==================== seq_detector_param
### src/rtl/seq_det_pkg.sv
// ---------------------------------------------------------------------------
// seq_det_pkg
//   Shared constants for the parametrised serial-pattern detector.
//   DEFAULT_PATTERN : legacy "1100" pattern, first received bit in the MSB
//   OVERLAP_*       : values for the detector's OVERLAP parameter
//   STATE_W         : width of the matched-prefix state (covers 0..16)
// ---------------------------------------------------------------------------
package seq_det_pkg;

   localparam int         STATE_W         = 5;
   localparam logic [3:0] DEFAULT_PATTERN = 4'b1100;

   // OVERLAP_RESTART: after a full match the search starts from an empty history.
   // OVERLAP_ALLOW  : the tail of a match may begin the next one.
   localparam bit OVERLAP_RESTART = 1'b0;
   localparam bit OVERLAP_ALLOW   = 1'b1;

endpackage

### src/rtl/seq_detector_param_prefix_match.sv
// ---------------------------------------------------------------------------
// prefix_match
//   Combinational longest-prefix finder. Returns the largest k (1..limit) such
//   that the newest k bits of w equal the first k bits of pat; 0 if none.
//   Ports:
//     w     in  PAT_LEN  window of recent bits, newest bit in w[0]
//     pat   in  PAT_LEN  pattern, first bit to be received in pat[PAT_LEN-1]
//     limit in  STATE_W  upper bound on k (number of valid bits in w)
//     k     out STATE_W  longest matching prefix length
// ---------------------------------------------------------------------------
module prefix_match
   import seq_det_pkg::*;
#(
   parameter int PAT_LEN = 4
)(
   input  logic [PAT_LEN-1:0] w,
   input  logic [PAT_LEN-1:0] pat,
   input  logic [STATE_W-1:0] limit,
   output logic [STATE_W-1:0] k
);

   // cand[j]: a prefix of length j matches and only uses valid history bits
   logic [PAT_LEN:1] cand;

   generate
      for (genvar gi = 1; gi <= PAT_LEN; gi++) begin : g_len
         assign cand[gi] = (w[gi-1:0] == pat[PAT_LEN-1 -: gi]) &&
                           (STATE_W'(gi) <= limit);
      end
   endgenerate

   // Ascending scan so the longest candidate wins.
   always_comb begin
      k = '0;
      for (int j = 1; j <= PAT_LEN; j++) begin
         if (cand[j]) k = STATE_W'(j);
      end
   end

endmodule

### src/rtl/seq_detector_param.sv
// ---------------------------------------------------------------------------
// seq_detector_param
//   Parametrised Moore serial-pattern detector with runtime-loadable pattern
//   and a saturating match counter.
//   Ports:
//     clk        in   1        rising-edge clock
//     rst        in   1        asynchronous active-high reset
//     en         in   1        sample din this cycle; 0 holds all state
//     din        in   1        serial data bit
//     pat_we     in   1        load pat_in as active pattern (priority over en)
//     pat_in     in   PAT_LEN  new pattern, first bit received in MSB
//     cnt_clr    in   1        synchronous clear of match_cnt
//     match      out  1        high while the full pattern has been matched
//     state_o    out  5        matched-prefix length 0..PAT_LEN
//     match_cnt  out  CNT_W    saturating match count
//     cnt_sat    out  1        match_cnt is all ones
// ---------------------------------------------------------------------------
module seq_detector_param
   import seq_det_pkg::*;
#(
   parameter int                 PAT_LEN = 4,
   parameter logic [PAT_LEN-1:0] PATTERN = PAT_LEN'(DEFAULT_PATTERN),
   parameter bit                 OVERLAP = OVERLAP_ALLOW,
   parameter int                 CNT_W   = 8
)(
   input  logic               clk,
   input  logic               rst,
   input  logic               en,
   input  logic               din,
   input  logic               pat_we,
   input  logic [PAT_LEN-1:0] pat_in,
   input  logic               cnt_clr,
   output logic               match,
   output logic [STATE_W-1:0] state_o,
   output logic [CNT_W-1:0]   match_cnt,
   output logic               cnt_sat
);

   localparam logic [STATE_W-1:0] FULL = STATE_W'(PAT_LEN);

   logic [STATE_W-1:0] state_reg;
   logic [STATE_W-1:0] fill_reg;
   logic [PAT_LEN-2:0] hist_reg;
   logic [PAT_LEN-1:0] pat_reg;
   logic               match_reg;
   logic [CNT_W-1:0]   cnt_reg;
   logic               sat_reg;

   logic [PAT_LEN-1:0] w;
   logic [STATE_W-1:0] eff_fill;
   logic [STATE_W-1:0] limit;
   logic [STATE_W-1:0] k_next;
   logic               hit;
   logic [CNT_W-1:0]   cnt_next;

   // Without overlap, a completed match forgets all history so only the
   // incoming bit can start the next search.
   always_comb begin
      w        = {hist_reg, din};
      eff_fill = (OVERLAP == OVERLAP_RESTART && state_reg == FULL) ? '0 : fill_reg;
      limit    = (eff_fill >= FULL) ? FULL : eff_fill + STATE_W'(1);
   end

   prefix_match #(
      .PAT_LEN (PAT_LEN)
   ) u_prefix (
      .w     (w),
      .pat   (pat_reg),
      .limit (limit),
      .k     (k_next)
   );

   assign hit = en && !pat_we && (k_next == FULL);

   // Clear beats a same-cycle increment; the count sticks at all ones.
   always_comb begin
      cnt_next = cnt_reg;
      if (cnt_clr)
         cnt_next = '0;
      else if (hit && cnt_reg != '1)
         cnt_next = cnt_reg + CNT_W'(1);
   end

   always_ff @(posedge clk or posedge rst) begin
      if (rst) begin
         state_reg <= '0;
         fill_reg  <= '0;
         hist_reg  <= '0;
         pat_reg   <= PATTERN;
         match_reg <= 1'b0;
         cnt_reg   <= '0;
         sat_reg   <= 1'b0;
      end else begin
         if (pat_we) begin
            // New pattern: restart the search, din is dropped.
            pat_reg   <= pat_in;
            state_reg <= '0;
            fill_reg  <= '0;
            match_reg <= 1'b0;
         end else if (en) begin
            state_reg <= k_next;
            fill_reg  <= limit;          // min(valid bits + 1, PAT_LEN)
            hist_reg  <= w[PAT_LEN-2:0];
            match_reg <= (k_next == FULL);
         end
         cnt_reg <= cnt_next;
         sat_reg <= &cnt_next;
      end
   end

   assign match     = match_reg;
   assign state_o   = state_reg;
   assign match_cnt = cnt_reg;
   assign cnt_sat   = sat_reg;

endmodule
### config.mk
export PLATFORM = sky130hd
export DESIGN_NAME = seq_detector_param
export DESIGN_NICKNAME = d
export VERILOG_FILES = /design/src/rtl/seq_det_pkg.sv /design/src/rtl/seq_detector_param_prefix_match.sv /design/src/rtl/seq_detector_param.sv
export SDC_FILE = /design/constraint.sdc
export NUM_CORES = 1
export LEC_CHECK = 0
export CORE_UTILIZATION = 35
export CTS_CLUSTER_SIZE = 20
export DETAILED_ROUTE_END_ITERATION = 16
export PLACE_DENSITY = 0.53
export SETUP_SLACK_MARGIN = 0.05
export SLEW_MARGIN = 15
export SYNTH_ARGS = -nofsm -noshare
export SYNTH_HDL_FRONTEND = slang
export SYNTH_SLANG_ARGS = --single-unit
### constraint.sdc
create_clock -name clk -period 2.25 [get_ports clk]
set_input_delay 0.45 -clock clk [delete_from_list [all_inputs] [get_ports clk]]
set_output_delay 0.45 -clock clk [all_outputs]
set_load 0.01 [all_outputs]
==================== mcu32x_bus_tracer
`src/rtl/mcu32x_trace_pkg.sv`:
```
// Shared definitions for the MCU32X data-bus tracer.
// Contents:
//   trace_state_t : tracer state encoding, also driven on the state port
//   trig_mode_t   : trigger mode encoding applied to the trig_mode input
//   entry_width / *_lsb : layout of one buffer entry
//                         {ts, mem_read, mem_write, address, result}
package mcu32x_trace_pkg;

    typedef enum logic [1:0] {
        ST_IDLE  = 2'd0,
        ST_ARMED = 2'd1,
        ST_POST  = 2'd2,
        ST_DONE  = 2'd3
    } trace_state_t;

    typedef enum logic [1:0] {
        TRIG_IMM   = 2'd0,
        TRIG_ANY   = 2'd1,
        TRIG_WRITE = 2'd2,
        TRIG_READ  = 2'd3
    } trig_mode_t;

    function automatic int entry_width(input int ts_w, input int addr_w, input int data_w);
        return ts_w + 2 + addr_w + data_w;
    endfunction

    function automatic int result_lsb();
        return 0;
    endfunction

    function automatic int addr_lsb(input int data_w);
        return data_w;
    endfunction

    function automatic int wr_bit(input int addr_w, input int data_w);
        return data_w + addr_w;
    endfunction

    function automatic int rd_bit(input int addr_w, input int data_w);
        return data_w + addr_w + 1;
    endfunction

    function automatic int ts_lsb(input int addr_w, input int data_w);
        return data_w + addr_w + 2;
    endfunction

endpackage

```
`src/rtl/mcu32x_trace_ram.sv`:
```
// Trace storage: DEPTH x WIDTH, one synchronous write port and one
// asynchronous read port. Contents are not reset.
// Ports:
//   clk   : system clock
//   we    : write enable
//   waddr : write address
//   wdata : write data
//   raddr : read address
//   rdata : read data, combinational from storage
module mcu32x_trace_ram #(
    parameter int DEPTH = 16,
    parameter int WIDTH = 82
) (
    input  logic                     clk,
    input  logic                     we,
    input  logic [$clog2(DEPTH)-1:0] waddr,
    input  logic [WIDTH-1:0]         wdata,
    input  logic [$clog2(DEPTH)-1:0] raddr,
    output logic [WIDTH-1:0]         rdata
);

    logic [WIDTH-1:0] mem [DEPTH];

    always_ff @(posedge clk) begin
        if (we) begin
            mem[waddr] <= wdata;
        end
    end

    assign rdata = mem[raddr];

endmodule

```
`src/rtl/mcu32x_bus_tracer.sv`:
```
// Passive trace buffer for the MCU32X data-side bus. Samples result,
// address and strobes into a circular buffer, stops a programmable number
// of events after an address trigger, then drains oldest-first over a
// valid/ready port.
// Ports:
//   clk, reset_n          : clock, synchronous active-low reset
//   result, address       : sampled core buses
//   mem_read, mem_write   : sampled strobes
//   arm, disarm           : control pulses (disarm wins)
//   trig_mode/addr/mask   : trigger configuration
//   post_count            : events recorded after the trigger event
//   rd_valid/ready/data   : readout port, live only in DONE
//   state, count, overflow, done : status
//
// state | meaning
// IDLE  | not capturing, buffer frozen
// ARMED | recording every event, watching for the trigger
// POST  | trigger seen, recording post_left more events
// DONE  | capture frozen, draining through the readout port
module mcu32x_bus_tracer
    import mcu32x_trace_pkg::*;
#(
    parameter int DATA_W      = 32,
    parameter int ADDR_W      = 32,
    parameter int DEPTH       = 16,
    parameter int TS_W        = 16,
    parameter int CAPTURE_ALL = 0
) (
    input  logic                             clk,
    input  logic                             reset_n,
    input  logic [DATA_W-1:0]                result,
    input  logic [ADDR_W-1:0]                address,
    input  logic                             mem_read,
    input  logic                             mem_write,
    input  logic                             arm,
    input  logic                             disarm,
    input  logic [1:0]                       trig_mode,
    input  logic [ADDR_W-1:0]                trig_addr,
    input  logic [ADDR_W-1:0]                trig_mask,
    input  logic [$clog2(DEPTH)-1:0]         post_count,
    output logic                             rd_valid,
    input  logic                             rd_ready,
    output logic [TS_W+2+ADDR_W+DATA_W-1:0]  rd_data,
    output logic [1:0]                       state,
    output logic [$clog2(DEPTH):0]           count,
    output logic                             overflow,
    output logic                             done
);

    localparam int PTR_W   = $clog2(DEPTH);
    localparam int CNT_W   = PTR_W + 1;
    localparam int ENTRY_W = entry_width(TS_W, ADDR_W, DATA_W);
    localparam logic [CNT_W-1:0] FULL = CNT_W'(DEPTH);

    trace_state_t     state_q, state_d;
    logic [PTR_W-1:0] wr_ptr, rd_ptr, post_left;
    logic [CNT_W-1:0] count_q;
    logic             overflow_q;
    logic [TS_W-1:0]  ts_q;

    logic evt, match, trig_hit;
    logic we, clr, pop, load_post, dec_post;
    logic [ENTRY_W-1:0] wdata;

    assign evt   = (CAPTURE_ALL != 0) | mem_read | mem_write;
    assign match = ((address ^ trig_addr) & trig_mask) == '0;

    always_comb begin
        trig_hit = 1'b0;
        case (trig_mode_t'(trig_mode))
            TRIG_IMM:   trig_hit = 1'b1;
            TRIG_ANY:   trig_hit = match;
            TRIG_WRITE: trig_hit = match & mem_write;
            TRIG_READ:  trig_hit = match & mem_read;
            default:    trig_hit = 1'b0;
        endcase
    end

    always_comb begin
        state_d   = state_q;
        we        = 1'b0;
        clr       = 1'b0;
        pop       = 1'b0;
        load_post = 1'b0;
        dec_post  = 1'b0;
        if (disarm) begin
            state_d = ST_IDLE;
        end else if (arm) begin
            state_d = ST_ARMED;
            clr     = 1'b1;
        end else begin
            case (state_q)
                ST_ARMED: begin
                    if (evt) begin
                        we = 1'b1;
                        if (trig_hit) begin
                            load_post = 1'b1;
                            state_d   = (post_count == '0) ? ST_DONE : ST_POST;
                        end
                    end
                end
                ST_POST: begin
                    if (evt) begin
                        we       = 1'b1;
                        dec_post = 1'b1;
                        // POST is only entered with post_left >= 1
                        if (post_left == PTR_W'(1)) begin
                            state_d = ST_DONE;
                        end
                    end
                end
                ST_DONE: pop = rd_valid & rd_ready;
                default: ;
            endcase
        end
    end

    always_ff @(posedge clk) begin
        if (!reset_n) begin
            state_q    <= ST_IDLE;
            wr_ptr     <= '0;
            rd_ptr     <= '0;
            count_q    <= '0;
            overflow_q <= 1'b0;
            post_left  <= '0;
            ts_q       <= '0;
        end else begin
            state_q <= state_d;
            ts_q    <= ts_q + 1'b1;
            if (clr) begin
                wr_ptr     <= '0;
                rd_ptr     <= '0;
                count_q    <= '0;
                overflow_q <= 1'b0;
            end else if (we) begin
                wr_ptr <= wr_ptr + 1'b1;
                // Full buffer: drop the oldest entry to make room
                if (count_q == FULL) begin
                    rd_ptr     <= rd_ptr + 1'b1;
                    overflow_q <= 1'b1;
                end else begin
                    count_q <= count_q + 1'b1;
                end
            end else if (pop) begin
                rd_ptr  <= rd_ptr + 1'b1;
                count_q <= count_q - 1'b1;
            end
            if (load_post) begin
                post_left <= post_count;
            end else if (dec_post) begin
                post_left <= post_left - 1'b1;
            end
        end
    end

    assign wdata = {ts_q, mem_read, mem_write, address, result};

    mcu32x_trace_ram #(
        .DEPTH (DEPTH),
        .WIDTH (ENTRY_W)
    ) u_ram (
        .clk   (clk),
        .we    (we & reset_n),
        .waddr (wr_ptr),
        .wdata (wdata),
        .raddr (rd_ptr),
        .rdata (rd_data)
    );

    assign rd_valid = (state_q == ST_DONE) && (count_q != '0);
    assign state    = state_q;
    assign count    = count_q;
    assign overflow = overflow_q;
    assign done     = (state_q == ST_DONE);

endmodule

```
`config.mk`:
```
export PLATFORM = sky130hd
export DESIGN_NAME = mcu32x_bus_tracer
export DESIGN_NICKNAME = d
export VERILOG_FILES = /design/src/rtl/mcu32x_trace_pkg.sv /design/src/rtl/mcu32x_trace_ram.sv /design/src/rtl/mcu32x_bus_tracer.sv
export SDC_FILE = /design/constraint.sdc
export NUM_CORES = 1
export LEC_CHECK = 0
export ABC_AREA = 1
export CAP_MARGIN = 15
export CORE_MARGIN = 10
export CORE_UTILIZATION = 55
export CTS_CLUSTER_SIZE = 40
export DETAILED_ROUTE_END_ITERATION = 12
export PLACE_DENSITY = 0.73
export SYNTH_ARGS = -nofsm -noshare
export SYNTH_HDL_FRONTEND = slang
export SYNTH_SLANG_ARGS = --single-unit
```
`constraint.sdc`:
```
create_clock -name clk -period 15.77 [get_ports clk]
set_clock_uncertainty 0.2 [all_clocks]
set_input_delay 3.9425 -clock clk [delete_from_list [all_inputs] [get_ports clk]]
set_output_delay 3.9425 -clock clk [all_outputs]
set_load 0.05 [all_outputs]
```
==================== uart_rx_fifo
===== src/rtl/uart_rx_fifo_pkg.sv =====
// Shared UART constants and the RX FIFO sizing helper.
// Used by the receiver, the transmitter and both FIFOs.
package uart_rx_fifo_pkg;

    localparam int UART_DATA_W           = 8;
    localparam int RX_FIFO_DEPTH         = 16;
    localparam int RX_FIFO_IRQ_THRESHOLD = 1;

    // A level counter has to reach DEPTH itself, so it needs one bit more than a pointer.
    function automatic int fifo_level_w(input int depth);
        return $clog2(depth) + 1;
    endfunction

endpackage


===== src/rtl/uart_fifo_mem.sv =====
// Register-array FIFO storage: synchronous write port, asynchronous read port.
// Shared by the RX and TX FIFOs.
module uart_fifo_mem #(
    parameter int DATA_W = 8,
    parameter int DEPTH  = 16
) (
    input  logic                     clk,
    input  logic                     we,
    input  logic [$clog2(DEPTH)-1:0] waddr,
    input  logic [DATA_W-1:0]        wdata,
    input  logic [$clog2(DEPTH)-1:0] raddr,
    output logic [DATA_W-1:0]        rdata
);

    logic [DATA_W-1:0] mem [DEPTH];

    always_ff @(posedge clk) begin
        if (we) begin
            mem[waddr] <= wdata;
        end
    end

    assign rdata = mem[raddr];

endmodule


===== src/rtl/uart_rx_fifo.sv =====
// Receive-side byte FIFO: captures bytes from the UART receiver and presents them first-word-fall-through.
// Tracks fill level and a sticky overrun flag; irq is level-sensitive.
module uart_rx_fifo
    import uart_rx_fifo_pkg::*;
#(
    parameter int DATA_W        = UART_DATA_W,
    parameter int DEPTH         = RX_FIFO_DEPTH,
    parameter int IRQ_THRESHOLD = RX_FIFO_IRQ_THRESHOLD
) (
    input  logic                           clk,
    input  logic                           reset,
    input  logic [DATA_W-1:0]              rx_data,
    input  logic                           rx_done,
    output logic [DATA_W-1:0]              rd_data,
    output logic                           rd_valid,
    input  logic                           rd_ready,
    input  logic                           flush,
    input  logic                           overrun_clr,
    output logic [fifo_level_w(DEPTH)-1:0] level,
    output logic                           empty,
    output logic                           full,
    output logic                           overrun,
    output logic                           irq
);

    localparam int AW = $clog2(DEPTH);
    localparam int LW = fifo_level_w(DEPTH);

    logic [AW-1:0] wr_ptr;
    logic [AW-1:0] rd_ptr;
    logic          pop;
    logic          push;
    logic          drop;

    // Flush suppresses both ports; a pop frees a slot, so a full FIFO may still accept a push.
    always_comb begin
        pop  = rd_valid && rd_ready && !flush;
        push = rx_done && (!full || pop) && !flush;
        drop = rx_done && full && !pop && !flush;
    end

    always_ff @(posedge clk) begin
        if (reset) begin
            wr_ptr <= '0;
            rd_ptr <= '0;
            level  <= '0;
        end else if (flush) begin
            wr_ptr <= '0;
            rd_ptr <= '0;
            level  <= '0;
        end else begin
            if (push) begin
                wr_ptr <= wr_ptr + 1'b1;
            end
            if (pop) begin
                rd_ptr <= rd_ptr + 1'b1;
            end
            if (push && !pop) begin
                level <= level + 1'b1;
            end else if (pop && !push) begin
                level <= level - 1'b1;
            end
        end
    end

    // Setting the flag wins over a clear in the same cycle, so a drop is never hidden.
    always_ff @(posedge clk) begin
        if (reset) begin
            overrun <= 1'b0;
        end else if (drop) begin
            overrun <= 1'b1;
        end else if (overrun_clr) begin
            overrun <= 1'b0;
        end
    end

    assign empty    = (level == '0);
    assign full     = (level == LW'(DEPTH));
    assign rd_valid = !empty;
    assign irq      = (level >= LW'(IRQ_THRESHOLD)) || overrun;

    uart_fifo_mem #(
        .DATA_W (DATA_W),
        .DEPTH  (DEPTH)
    ) u_mem (
        .clk   (clk),
        .we    (push),
        .waddr (wr_ptr),
        .wdata (rx_data),
        .raddr (rd_ptr),
        .rdata (rd_data)
    );

endmodule

===== config.mk =====
export PLATFORM = sky130hd
export DESIGN_NAME = uart_rx_fifo
export DESIGN_NICKNAME = d
export VERILOG_FILES = /design/src/rtl/uart_rx_fifo_pkg.sv /design/src/rtl/uart_fifo_mem.sv /design/src/rtl/uart_rx_fifo.sv
export SDC_FILE = /design/constraint.sdc
export NUM_CORES = 1
export LEC_CHECK = 0
export CAP_MARGIN = 10
export CELL_PAD_IN_SITES_DETAIL_PLACEMENT = 0
export CELL_PAD_IN_SITES_GLOBAL_PLACEMENT = 2
export CORE_MARGIN = 2
export CORE_UTILIZATION = 46
export CTS_BUF_LIST = sky130_fd_sc_hd__clkbuf_16
export CTS_CLUSTER_DIAMETER = 150
export DETAILED_ROUTE_END_ITERATION = 7
export GPL_TIMING_DRIVEN = 0
export PLACE_DENSITY = 0.89
export SYNTH_ARGS = -nofsm -noshare
export SYNTH_HDL_FRONTEND = slang
export SYNTH_SLANG_ARGS = --single-unit
export TNS_END_PERCENT = 10

===== constraint.sdc =====
create_clock -name clk -period 3.6 [get_ports clk]
set_clock_uncertainty 0.2 [all_clocks]
set_input_delay 0.54 -clock clk [delete_from_list [all_inputs] [get_ports clk]]
set_output_delay 0.54 -clock clk [all_outputs]
set_load 0.01 [all_outputs]

==================== sqrt_controller
==> src/rtl/sqrt_pkg.sv <==
// Shared types and constants for the square-root-approximation controller.
package sqrt_pkg;

    localparam int unsigned AU_LAT_DEFAULT = 2;

    // AU1 function selects
    localparam logic [1:0] AU1_ABS_A = 2'b00;
    localparam logic [1:0] AU1_ABS_B = 2'b01;
    localparam logic [1:0] AU1_MAX   = 2'b10;
    localparam logic [1:0] AU1_MIN   = 2'b11;

    // AU2 function selects (2'b11 unused)
    localparam logic [1:0] AU2_ADD = 2'b00;
    localparam logic [1:0] AU2_SUB = 2'b01;
    localparam logic [1:0] AU2_MAX = 2'b10;

    typedef enum logic [3:0] {
        IDLE, LOAD, ABSA, ABSB, MAXS, MINS, SUBS, ADDS, MAXF, DONE
    } state_e;

    // Every control line the controller drives, in one registered bundle.
    typedef struct packed {
        logic       busy;
        logic       en_r1;
        logic       en_r2;
        logic       en_r3;
        logic       en_r4;
        logic       en_r5;
        logic       b1;
        logic       b6;
        logic [1:0] b2;
        logic [1:0] b3;
        logic [1:0] b4;
        logic [1:0] b5;
        logic [1:0] b7;
        logic [1:0] sel_au1;
        logic [1:0] sel_au2;
        logic       done;
    } ctrl_t;

    // States that run an AU operation and are paced by the step timer.
    function automatic logic is_step(state_e s);
        return s inside {ABSA, ABSB, MAXS, MINS, SUBS, ADDS, MAXF};
    endfunction

    // Control decode for a state; fire marks the final cycle of an AU step.
    function automatic ctrl_t ctrl_of(state_e s, logic fire);
        ctrl_t c;
        c = '0;
        case (s)
            LOAD: begin
                c.busy  = 1'b1;
                c.b3    = 2'b10;
                c.b4    = 2'b10;
                c.en_r1 = 1'b1;
                c.en_r2 = 1'b1;
            end
            ABSA: begin
                c.busy    = 1'b1;
                c.b1      = 1'b1;
                c.sel_au1 = AU1_ABS_A;
                c.b3      = 2'b01;
                c.en_r1   = fire;
            end
            ABSB: begin
                c.busy    = 1'b1;
                c.b2      = 2'b01;
                c.sel_au1 = AU1_ABS_B;
                c.b4      = 2'b01;
                c.en_r2   = fire;
            end
            MAXS: begin
                c.busy    = 1'b1;
                c.b1      = 1'b1;
                c.b2      = 2'b01;
                c.sel_au1 = AU1_MAX;
                c.b7      = 2'b10;
                c.en_r4   = fire;
                c.en_r3   = fire;
            end
            MINS: begin
                c.busy    = 1'b1;
                c.b1      = 1'b1;
                c.b2      = 2'b01;
                c.sel_au1 = AU1_MIN;
                c.en_r5   = fire;
            end
            SUBS: begin
                c.busy    = 1'b1;
                c.b5      = 2'b10;
                c.b6      = 1'b1;
                c.sel_au2 = AU2_SUB;
                c.b7      = 2'b01;
                c.en_r3   = fire;
            end
            ADDS: begin
                c.busy    = 1'b1;
                c.b5      = 2'b01;
                c.b6      = 1'b1;
                c.sel_au2 = AU2_ADD;
                c.b7      = 2'b01;
                c.en_r3   = fire;
            end
            MAXF: begin
                c.busy    = 1'b1;
                c.b5      = 2'b10;
                c.b6      = 1'b1;
                c.sel_au2 = AU2_MAX;
                c.b7      = 2'b01;
                c.en_r3   = fire;
            end
            DONE: c.done = 1'b1;
            default: c = '0;
        endcase
        return c;
    endfunction

endpackage

==> src/rtl/sqrt_step_timer.sv <==
// Per-step cycle counter: counts 0..AU_LAT inside an AU step.
module sqrt_step_timer
    import sqrt_pkg::*;
#(
    parameter int unsigned AU_LAT = AU_LAT_DEFAULT
) (
    input  logic clk,
    input  logic rst_n,
    input  logic clear,
    output logic last,
    output logic last_next
);
    localparam int unsigned CW = (AU_LAT < 1) ? 1 : $clog2(AU_LAT + 1);

    logic [CW-1:0] count_q, count_d;

    // Restart on clear, otherwise advance one per cycle.
    always_comb begin
        count_d = clear ? '0 : count_q + CW'(1);
    end

    // Count register.
    always_ff @(posedge clk or negedge rst_n) begin
        if (!rst_n) begin
            count_q <= '0;
        end else begin
            count_q <= count_d;
        end
    end

    assign last      = (count_q == CW'(AU_LAT));
    // Lets the FSM register an enable so it lands exactly on the final cycle.
    assign last_next = (count_d == CW'(AU_LAT));

endmodule

==> src/rtl/sqrt_controller.sv <==
// Sequencing FSM for the 8-bit square-root-approximation datapath.
module sqrt_controller
    import sqrt_pkg::*;
#(
    parameter int unsigned AU_LAT = AU_LAT_DEFAULT
) (
    input  logic       clk,
    input  logic       rst_n,
    input  logic       start,
    output logic       busy,
    output logic       en_R1,
    output logic       en_R2,
    output logic       en_R3,
    output logic       en_R4,
    output logic       en_R5,
    output logic       b1,
    output logic       b6,
    output logic [1:0] b2,
    output logic [1:0] b3,
    output logic [1:0] b4,
    output logic [1:0] b5,
    output logic [1:0] b7,
    output logic [1:0] sel_AU1,
    output logic [1:0] sel_AU2,
    output logic       Done
);
    state_e state_q, state_d;
    ctrl_t  ctrl_q, ctrl_d;
    logic   last, last_next, clear;

    sqrt_step_timer #(
        .AU_LAT(AU_LAT)
    ) u_timer (
        .clk      (clk),
        .rst_n    (rst_n),
        .clear    (clear),
        .last     (last),
        .last_next(last_next)
    );

    // Next state: LOAD lasts one cycle, AU steps advance on the timer's final cycle.
    always_comb begin
        state_d = state_q;
        unique case (state_q)
            IDLE:    if (start) state_d = LOAD;
            LOAD:    state_d = ABSA;
            ABSA:    if (last) state_d = ABSB;
            ABSB:    if (last) state_d = MAXS;
            MAXS:    if (last) state_d = MINS;
            MINS:    if (last) state_d = SUBS;
            SUBS:    if (last) state_d = ADDS;
            ADDS:    if (last) state_d = MAXF;
            MAXF:    if (last) state_d = DONE;
            DONE:    if (start) state_d = LOAD;
            default: state_d = IDLE;
        endcase
    end

    // Step count restarts on every state change and rests at 0 outside AU steps.
    assign clear = (state_d != state_q) || !is_step(state_d);

    // Outputs are decoded from the upcoming state so they register alongside it.
    always_comb begin
        ctrl_d = ctrl_of(state_d, last_next);
    end

    // State and Moore output registers.
    always_ff @(posedge clk or negedge rst_n) begin
        if (!rst_n) begin
            state_q <= IDLE;
            ctrl_q  <= '0;
        end else begin
            state_q <= state_d;
            ctrl_q  <= ctrl_d;
        end
    end

    assign busy    = ctrl_q.busy;
    assign en_R1   = ctrl_q.en_r1;
    assign en_R2   = ctrl_q.en_r2;
    assign en_R3   = ctrl_q.en_r3;
    assign en_R4   = ctrl_q.en_r4;
    assign en_R5   = ctrl_q.en_r5;
    assign b1      = ctrl_q.b1;
    assign b6      = ctrl_q.b6;
    assign b2      = ctrl_q.b2;
    assign b3      = ctrl_q.b3;
    assign b4      = ctrl_q.b4;
    assign b5      = ctrl_q.b5;
    assign b7      = ctrl_q.b7;
    assign sel_AU1 = ctrl_q.sel_au1;
    assign sel_AU2 = ctrl_q.sel_au2;
    assign Done    = ctrl_q.done;

    // Paired bus drivers must never fight.
    a_b2_pair: assert property (@(posedge clk) disable iff (!rst_n) b2 != 2'b11);
    a_b3_pair: assert property (@(posedge clk) disable iff (!rst_n) b3 != 2'b11);
    a_b4_pair: assert property (@(posedge clk) disable iff (!rst_n) b4 != 2'b11);
    a_b5_pair: assert property (@(posedge clk) disable iff (!rst_n) b5 != 2'b11);
    a_b7_pair: assert property (@(posedge clk) disable iff (!rst_n) b7 != 2'b11);

    // Bus3 and R1 loading belong to LOAD/ABSA only.
    a_b3_scope: assert property (@(posedge clk) disable iff (!rst_n)
        ((b3 != 2'b00) || en_R1) |-> (state_q inside {LOAD, ABSA}));

    // Register enables are single-cycle pulses.
    a_en1_pulse: assert property (@(posedge clk) disable iff (!rst_n) en_R1 |=> !en_R1);
    a_en2_pulse: assert property (@(posedge clk) disable iff (!rst_n) en_R2 |=> !en_R2);
    a_en3_pulse: assert property (@(posedge clk) disable iff (!rst_n) en_R3 |=> !en_R3);
    a_en4_pulse: assert property (@(posedge clk) disable iff (!rst_n) en_R4 |=> !en_R4);
    a_en5_pulse: assert property (@(posedge clk) disable iff (!rst_n) en_R5 |=> !en_R5);

endmodule

==> config.mk <==
export PLATFORM = sky130hd
export DESIGN_NAME = sqrt_controller
export DESIGN_NICKNAME = d
export VERILOG_FILES = /design/src/rtl/sqrt_pkg.sv /design/src/rtl/sqrt_step_timer.sv /design/src/rtl/sqrt_controller.sv
export SDC_FILE = /design/constraint.sdc
export NUM_CORES = 1
export LEC_CHECK = 0
export CORE_MARGIN = 10
export CORE_UTILIZATION = 48
export DETAILED_ROUTE_END_ITERATION = 12
export PLACE_DENSITY = 0.77
export SLEW_MARGIN = 20
export SYNTH_ARGS = -nofsm -noshare
export SYNTH_HDL_FRONTEND = slang
export SYNTH_SLANG_ARGS = --single-unit
==> constraint.sdc <==
create_clock -name clk -period 2.1 [get_ports clk]
set_clock_uncertainty 0.05 [all_clocks]
set_input_delay 0.42 -clock clk [delete_from_list [all_inputs] [get_ports clk]]
set_output_delay 0.42 -clock clk [all_outputs]
set_load 0.01 [all_outputs]

==> gallery <==
Cell outlines without signal wires.
Plate I
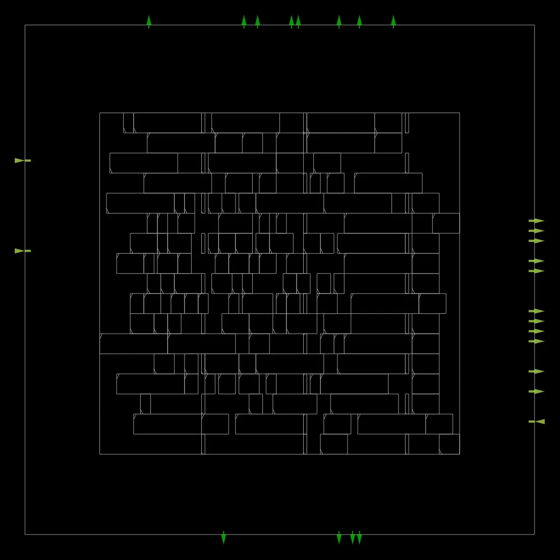
Plate II
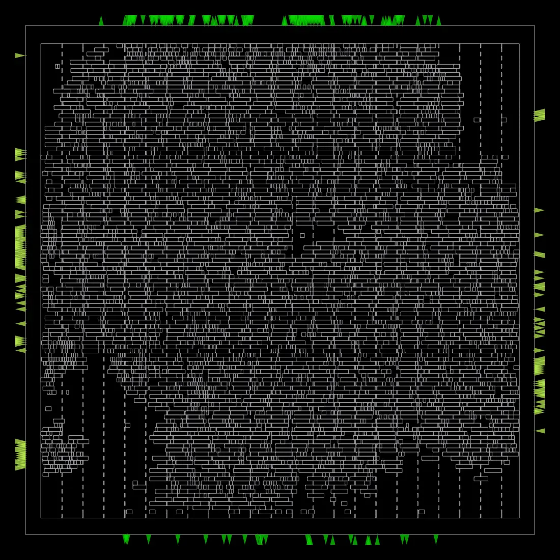
Plate III
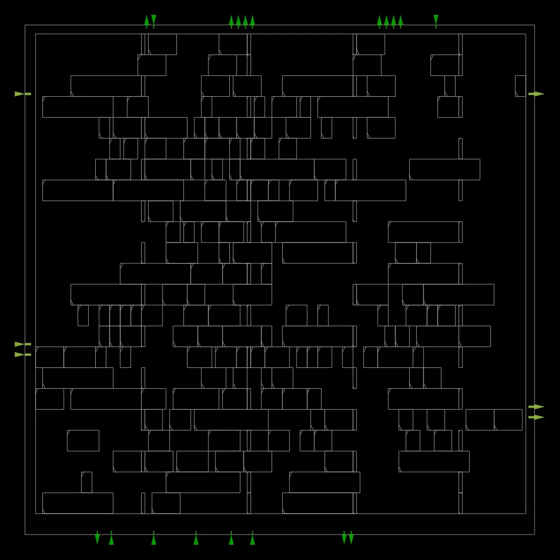
Plate IV
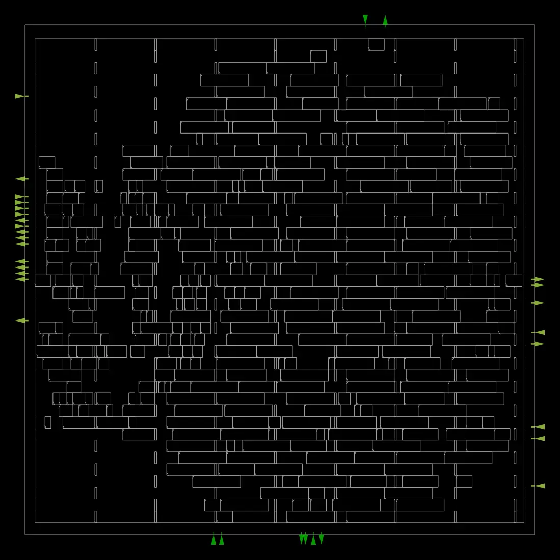
seq_detector_param: Plate III
uart_rx_fifo: Plate IV
sqrt_controller: Plate I
mcu32x_bus_tracer: Plate II
The one with the most cells is Plate II.
The one with the lowest utilization is Plate III.

mcu32x_bus_tracer, signal metal coverage by tile:
34 x 34 tiles, from dark blue (low) to red (high), scaled to the fullest tile. Values are wire area over tile area, all layers added.
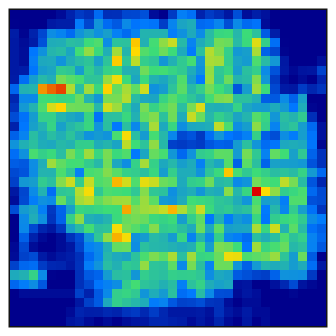
The emptiest ninth of the die: lower left. The mean over all tiles is 0.19. 19% of the tiles are over half the peak.
via count: 32370
wire per inst: 23.80 um
drt total wl: 130100 um
total track usage: 22.72%

mcu32x_bus_tracer, placement by cell class:
Fill, decap, tap and diode cells in gray.
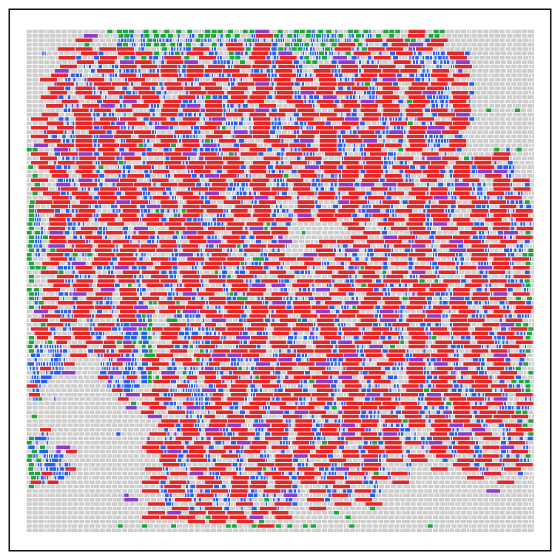
Key: registers = red [cells 1352]; remaining logic cells = blue [cells 2289]; clock drivers and dummy loads = purple [cells 253]; remaining buffers and delay cells = green [cells 284]
row count: 115
Final Cell Area: 62410 um^2

==> run notes, mcu32x_bus_tracer <==
run metrics: Main synth FF type=edfxtp_1, Synth Area per Inst=14.13 um^2, WP data required=11630 ps, VDD IR max=0.09866 mV, post-synthesis cell type count=40, Non-Filler Instances=5469, heaviest power group=registers, Combinational Gates=1894, clock power share=43.5%, Seq share, synth=73.33%, Pwr Total=7.167 mW, PortBufs=232, drt first pass iters=5, largest cells by area after synthesis=edfxtp_1 (72%), mux2i_1 (6.0%), o211ai_1 (4.5%), o21ai_0 (3.3%), a21oi_1 (3.2%), Placed Instances=5212, status=finished clean, CTS resizes=0, gpl congestion=0.7575, Synth flops=1352, Core ar.=98710 um^2, DRC Markers=0, cells after synthesis=3879, Hold WC Path Type=reg2reg, n_taps=1287, Simple Share, Synth=3.778%, Antenna Violating Nets Remaining=0, AO/OA Area Share=11.41%, Post-synth ARST share=0%, Seq group=3.94 mW, cell with the most instances after synthesis=edfxtp_1
[mcu32x_bus_tracer: cells by family (layout without fill, tap and decap cells)]
kind of cell,count (synthesis),after routing
AND-OR/OR-AND,1080,1080
XOR/XNOR,8,8
adder cells (fa/ha/maj),15,15
buffers and inverters,633,932
flip-flops,1352,1352
multiplexers,328,328
other,0,4
AND/OR/NAND/NOR,463,463
[mcu32x_bus_tracer: state kept, by name (all words and copies together), names as in the netlist, named ones only]
name	cells
u_ram.mem	1312
ts_q	16
count	5
post_left	4
rd_ptr	4
wr_ptr	4
state	2
overflow	1
[mcu32x_bus_tracer: layout by cell type, fill, tap and decap left out, drive strengths merged, types with 55 or more instances in the layout]
master | synthesis | routed
inv | 394 | 404
clkbuf | 129 | 178
clkdlybuf4s50 | 0 | 232
edfxtp | 1312 | 1312
o211ai | 328 | 328
nand3 | 155 | 155
o21ai | 394 | 394
nor2 | 74 | 74
nand2 | 193 | 193
a21oi | 351 | 351
mux2i | 328 | 328
clkinv | 1 | 55
[mcu32x_bus_tracer: worst max-delay path: cells and delay by family, from the launching register on]
kind                   cells  cell delay, ps
AOI/OAI and AO/OA          3             380
DFF                        1             660
and+or+nand+nor            2             300
buffers and inverters      4            3300
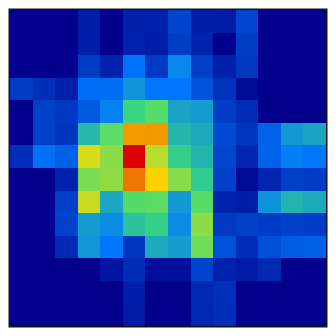
sqrt_controller: signal metal coverage by tile
14 x 14 tiles, from dark blue (low) to red (high), scaled to the fullest tile. Values are wire area over tile area, all layers added.
The emptiest ninth of the die: upper right. 9.7% of the tiles are over half the peak. The mean over all tiles is 0.076. 33% of the tiles are nearly empty. The densest ninth of the die: center.
via count: 813
drt total wl: 2242 um
total track usage: 9.539%

sqrt_controller, I/O nets highlighted:
Scale bar: 20 um.
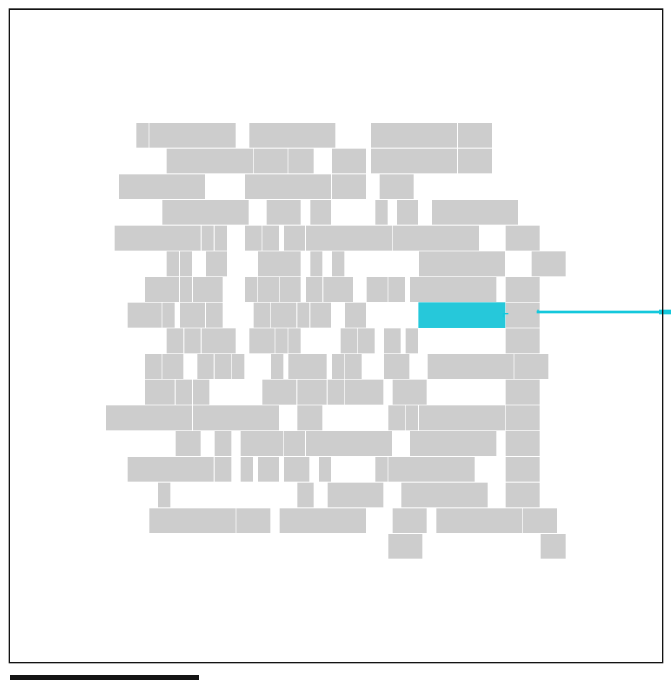
Key: en_R4 = cyan [bits 1, direction output, end cells 1, buffers 1, wire 13.6 um]
Top Ports: 26
PortBufs: 24

==> run notes, sqrt_controller <==
run metrics: gpl congestion=0.8516, Signal buffers=25, worst path bufs/invs=1, clock-pin transition on the worst setup and hold timing paths=130 ps, Gate Area=406.6 um^2, DRC Markers=0, highest-count logic cell in the final layout=dfrtp_1, status=finished clean, CP Capture Type=output pin, sequential cells=27, GRT overflow=0, final setup fails=0, family with the most delay on the worst path=buffers and inverters, tool warnings=26, Tmin final=1715 ps, Leak Pwr=0.6504 nW, initial antenna violation count=0, crit start category=flip-flop, n_taps=28, WHS=398.7 ps, dominant kind of cell=sequential cells, Die Ht=69.03 um, Non-Filler Instances=157, clkbuf count=3, CP Max Fanout=2, Placed Instances=153, MUX share of area=0%, cells in synth_stat.txt=107, Synth top area share=58.57%, Top Layout Cells=dfrtp_1 (27), clkdlybuf4s50_1 (24), nor2_1 (8)
## sqrt_controller: state kept, by name, summed over array words and instances, names as in the netlist, 2 cells and up
signal and count:
sel_AU2 2, b3 2, b5 2, u_timer.count_q 2, state_q 4, b7 2
sel_AU1 2
## sqrt_controller: layer usage
metal  GRT usage [%]  up-vias  routed length [um]  share of wire, %
met2           15.52       19                1094                49
met5               0        -                   0                 0
met4           3.991        0                  36               1.6
met1           11.14      380                 949                42
met3           3.138        5                 162               7.2
li1                -      409                   -                 -
## sqrt_controller: path summary, 6_finish.rpt
kind,endpoint,start
max in group asynchronous,sel_AU2[1],rst_n
worst min-delay path,b4[0],rst_n
worst max-delay path,b3[1],b3[1]
worst min register to register,u_timer.count_q[0],u_timer.count_q[0]
min in group clk,u_timer.count_q[0],u_timer.count_q[0]
worst max register to register,en_R2,u_timer.count_q[0]
## sqrt_controller: where the power goes
part	leakage, nW	internal [mW]	switching, mW
clock	0.0177	0.0714	0.143
combinational	0.284	0.461	0.457
sequential	0.349	0.695	0.152
seq_detector_param, placement by cell class:
Fill, decap, tap and diode cells in gray.
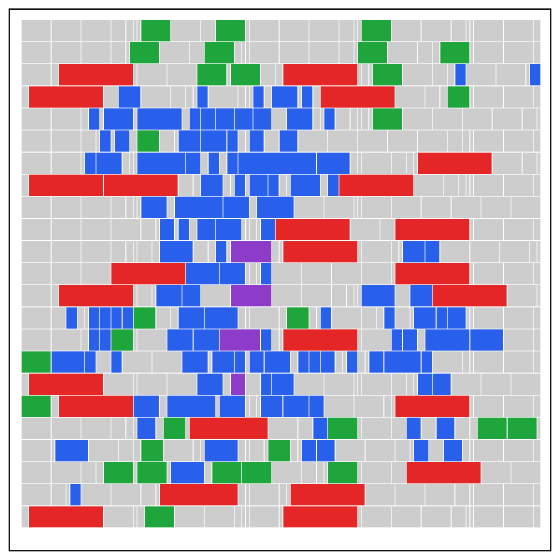
Key: remaining logic cells = blue [cells 117]; clock drivers and dummy loads = purple [cells 4]; remaining buffers and delay cells = green [cells 30]; registers = red [cells 25]
row count: 23
Core ar.: 4000 um^2
Final Cell Area: 1822 um^2

seq_detector_param, signal metal coverage by tile:
13 x 13 tiles, from dark blue (low) to red (high), scaled to the fullest tile. Values are wire area over tile area, all layers added.
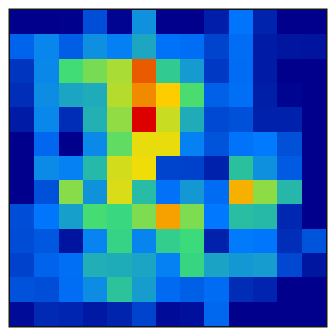
The densest ninth of the die: center. The fullest tile reaches 0.40. 14% of the tiles are over half the peak. The mean over all tiles is 0.10. The emptiest ninth of the die: upper right. 16% of the tiles are nearly empty.
via count: 1147
total track usage: 15.33%
wire per inst: 13.23 um
drt total wl: 2989 um

==> run notes, seq_detector_param <==
run metrics: hold_buf cts=0, global-route wire length before repair=5078 um, reg-to-reg setup timing slack=100 ps, switching power=252.2 uW, Syn-to-layout area delta=25.30%, status=finished clean, worst hold path startpoint=hist_reg[2], HPWL after DPL=2231 um, comb area leader=simple AND/OR/NAND/NOR gates, GRT overflow=0, CTS resizes=3, non-clk buf share=15.38%, clock power share=28.7%, Int Power=681.5 uW, final core area utilization=45.54%, RSZ-0062 raised after global routing=yes, initial antenna violation count=0
seq_detector_param: layer usage:
metal  vias up  share of wire, %
li1        569                 -
met1       560                49
met2        14                49
met3         4               1.8
met4         0              0.97
met5         -                 0
seq_detector_param: worst register-to-register path: stages, from the launching register on:
cell and delay [ps]:
dfrtp_1 410, ha_2 190, or4_4 470, nand2_4 110, nor3_4 70, a311oi_4 310, nand4bb_1 170, nor4bb_2 320
seq_detector_param: placed cells by master, fill, tap and decap left out, types with 2 or more instances in the layout:
cell | Yosys | layout
o21ai_0 | 3 | 3
conb_1 | 1 | 2
nor4_1 | 2 | 2
nand2_1 | 20 | 20
nand4_1 | 3 | 3
mux2_2 | 6 | 6
buf_4 | 3 | 8
nand3_1 | 6 | 6
dfrtp_1 | 23 | 23
nand2b_1 | 5 | 5
and2b_2 | 2 | 2
ha_2 | 0 | 2
xnor2_1 | 5 | 4
nor2_1 | 13 | 13
clkbuf_8 | 0 | 3
inv_1 | 5 | 5
dfstp_2 | 2 | 2
mux2i_1 | 2 | 2
xor2_1 | 7 | 7
nor3b_1 | 2 | 2
a21oi_1 | 7 | 7
clkdlybuf4s50_1 | 0 | 22
and3_1 | 2 | 2
uart_rx_fifo, I/O nets highlighted:
Scale bar: 20 um.
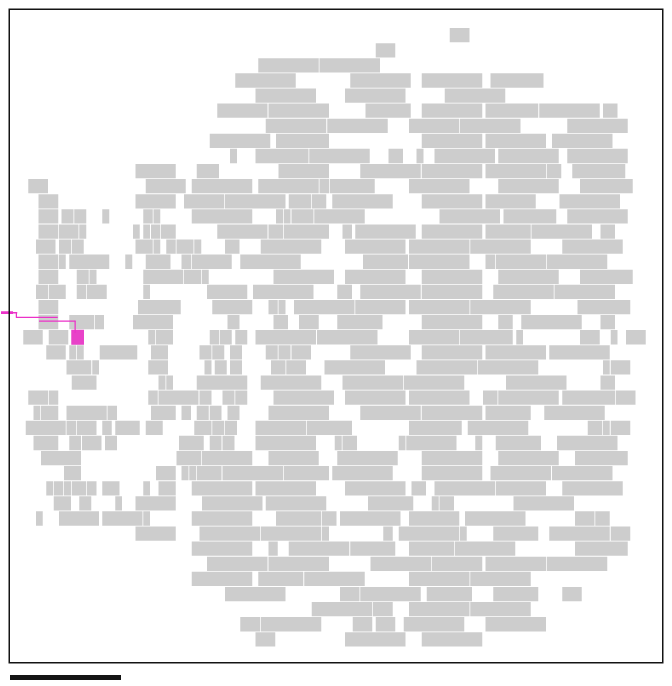
Key: irq = magenta [bits 1, direction output, end cells 1, buffers 1, wire 17.4 um]
Top Ports: 32
PortBufs: 31

==> run notes, uart_rx_fifo <==
run metrics: status=finished clean, syn nets=341, WP data required=2860 ps, RSZ-0062 raised after global routing=no, clock sink count=146, TritonCTS Buffers=17, comb area leader=multiplexers, cells after synthesis=317, htree depth=4, total track usage=17.22%, YS chip area=5917 um^2, Tmin final=3421 ps, n_diodes=0, drt initial violations=343, Antenna Violating Nets Remaining=0, AO/OA Area Share=3.405%, Placed Instances=521, Least-Margin Pin Slew=902.5 ps, GR met3 Demand/Resource=4.037%, HPWL after DPL=7354 um, Seq share, synth=71.05%, Synth Area per Inst=18.67 um^2, vias in the first global route=3184, Late-Pin Clk Latency=410 ps, Main synth FF type=edfxtp_1, Hold Vio Cnt, Final=0, Root Buffer=clkbuf_16, drt first pass iters=5, gpl congestion=0.7330, reg-to-reg setup timing slack=690 ps
-- uart_rx_fifo: critical path, cell delays in order (launching register included) --
cell and delay (ps):
dfxtp_1 410, buf_1 550, mux4_2 420, a22oi_1 280, nand2_1 120, clkdlybuf4s50_1 490
-- uart_rx_fifo: flip-flops by register name, indices dropped and copies added (netlist names), named ones only --
register   flops
level          5
overrun        1
wr_ptr         4
rd_ptr         4
u_mem.mem    128
-- uart_rx_fifo: area by class of cell --
cell class                      instances  area (um^2)  area share [%]
Sequential cell                       146         4204           59.88
Multi-Input combinational cell        148         1577           22.46
Clock buffer                           17        425.4           6.060
Timing Repair Buffer                   32        315.3           4.491
Tap cell                              172        215.2           3.065
Clock inverter                         14        147.6           2.103
Buffer                                 15        106.4           1.515
Inverter                                8        30.03          0.4277
-- uart_rx_fifo: power by group --
part,switching [mW],internal [mW],total (mW)
combinational,0.0943,0.0890,0.183
clock,0.631,1.07,1.70
sequential,0.00892,1.85,1.86
-- uart_rx_fifo: through the flow --
step                hold WS, ps  instance area, um^2  utilization, %
finish                    318.2                 7020           55.86
global route              369.2                 7020           55.86
CTS                       319.7                 7020           55.86
detailed placement        313.8                 6447           51.30
global placement          316.2                 6442           51.26
floorplan                 285.1                 5917               -


==> gallery <==
Supply network.
panel A
Scale bar: 20 um. Pins as bars on the die edge. Tap cells in gray.
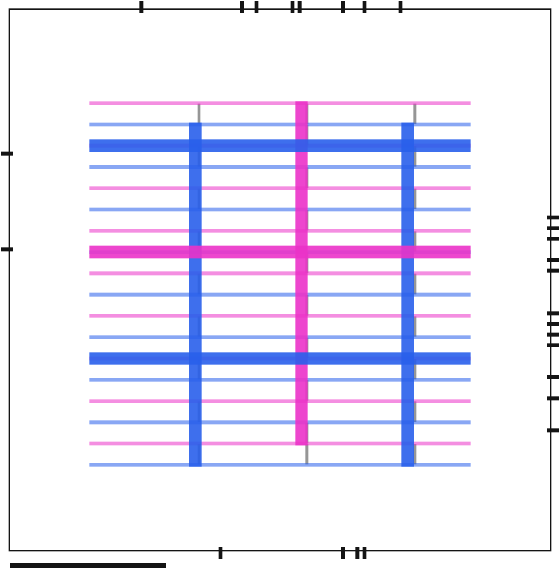
panel B
Scale bar: 20 um. Pins as bars on the die edge. Tap cells in gray.
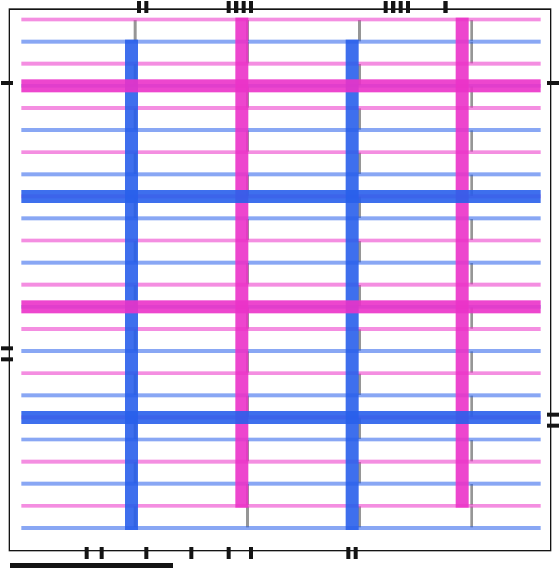
panel C
Scale bar: 20 um. Pins as bars on the die edge. Tap cells in gray.
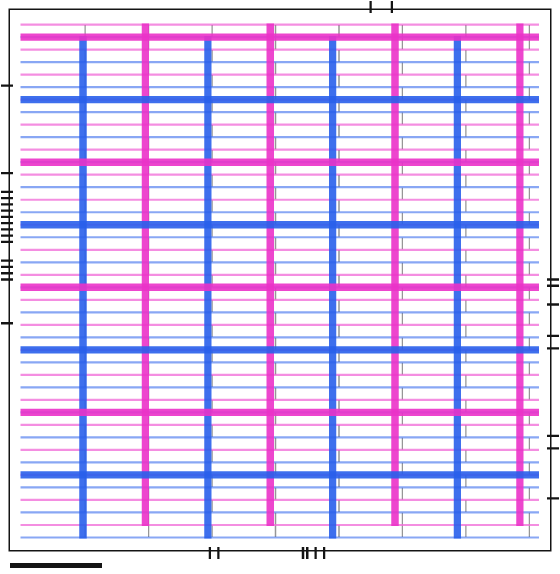
panel D
Scale bar: 100 um. Pins as bars on the die edge. Tap cells in gray.
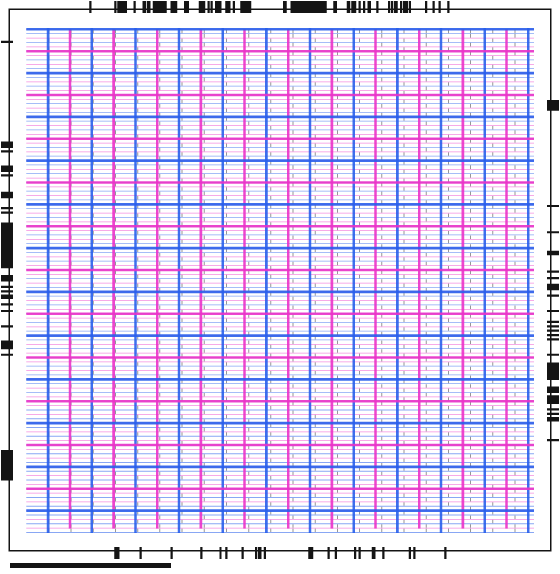
- most pins: panel D
- largest die: panel D
Panel C comes from uart_rx_fifo.
Panel D comes from mcu32x_bus_tracer.
Panel A comes from sqrt_controller.
Panel B comes from seq_detector_param.

Key to panel B:
Key: VSS = blue; VDD = magenta
24 met1 rails follow the rows. The core has 23 rows.

Power is estimated from default activity; no workload was simulated.
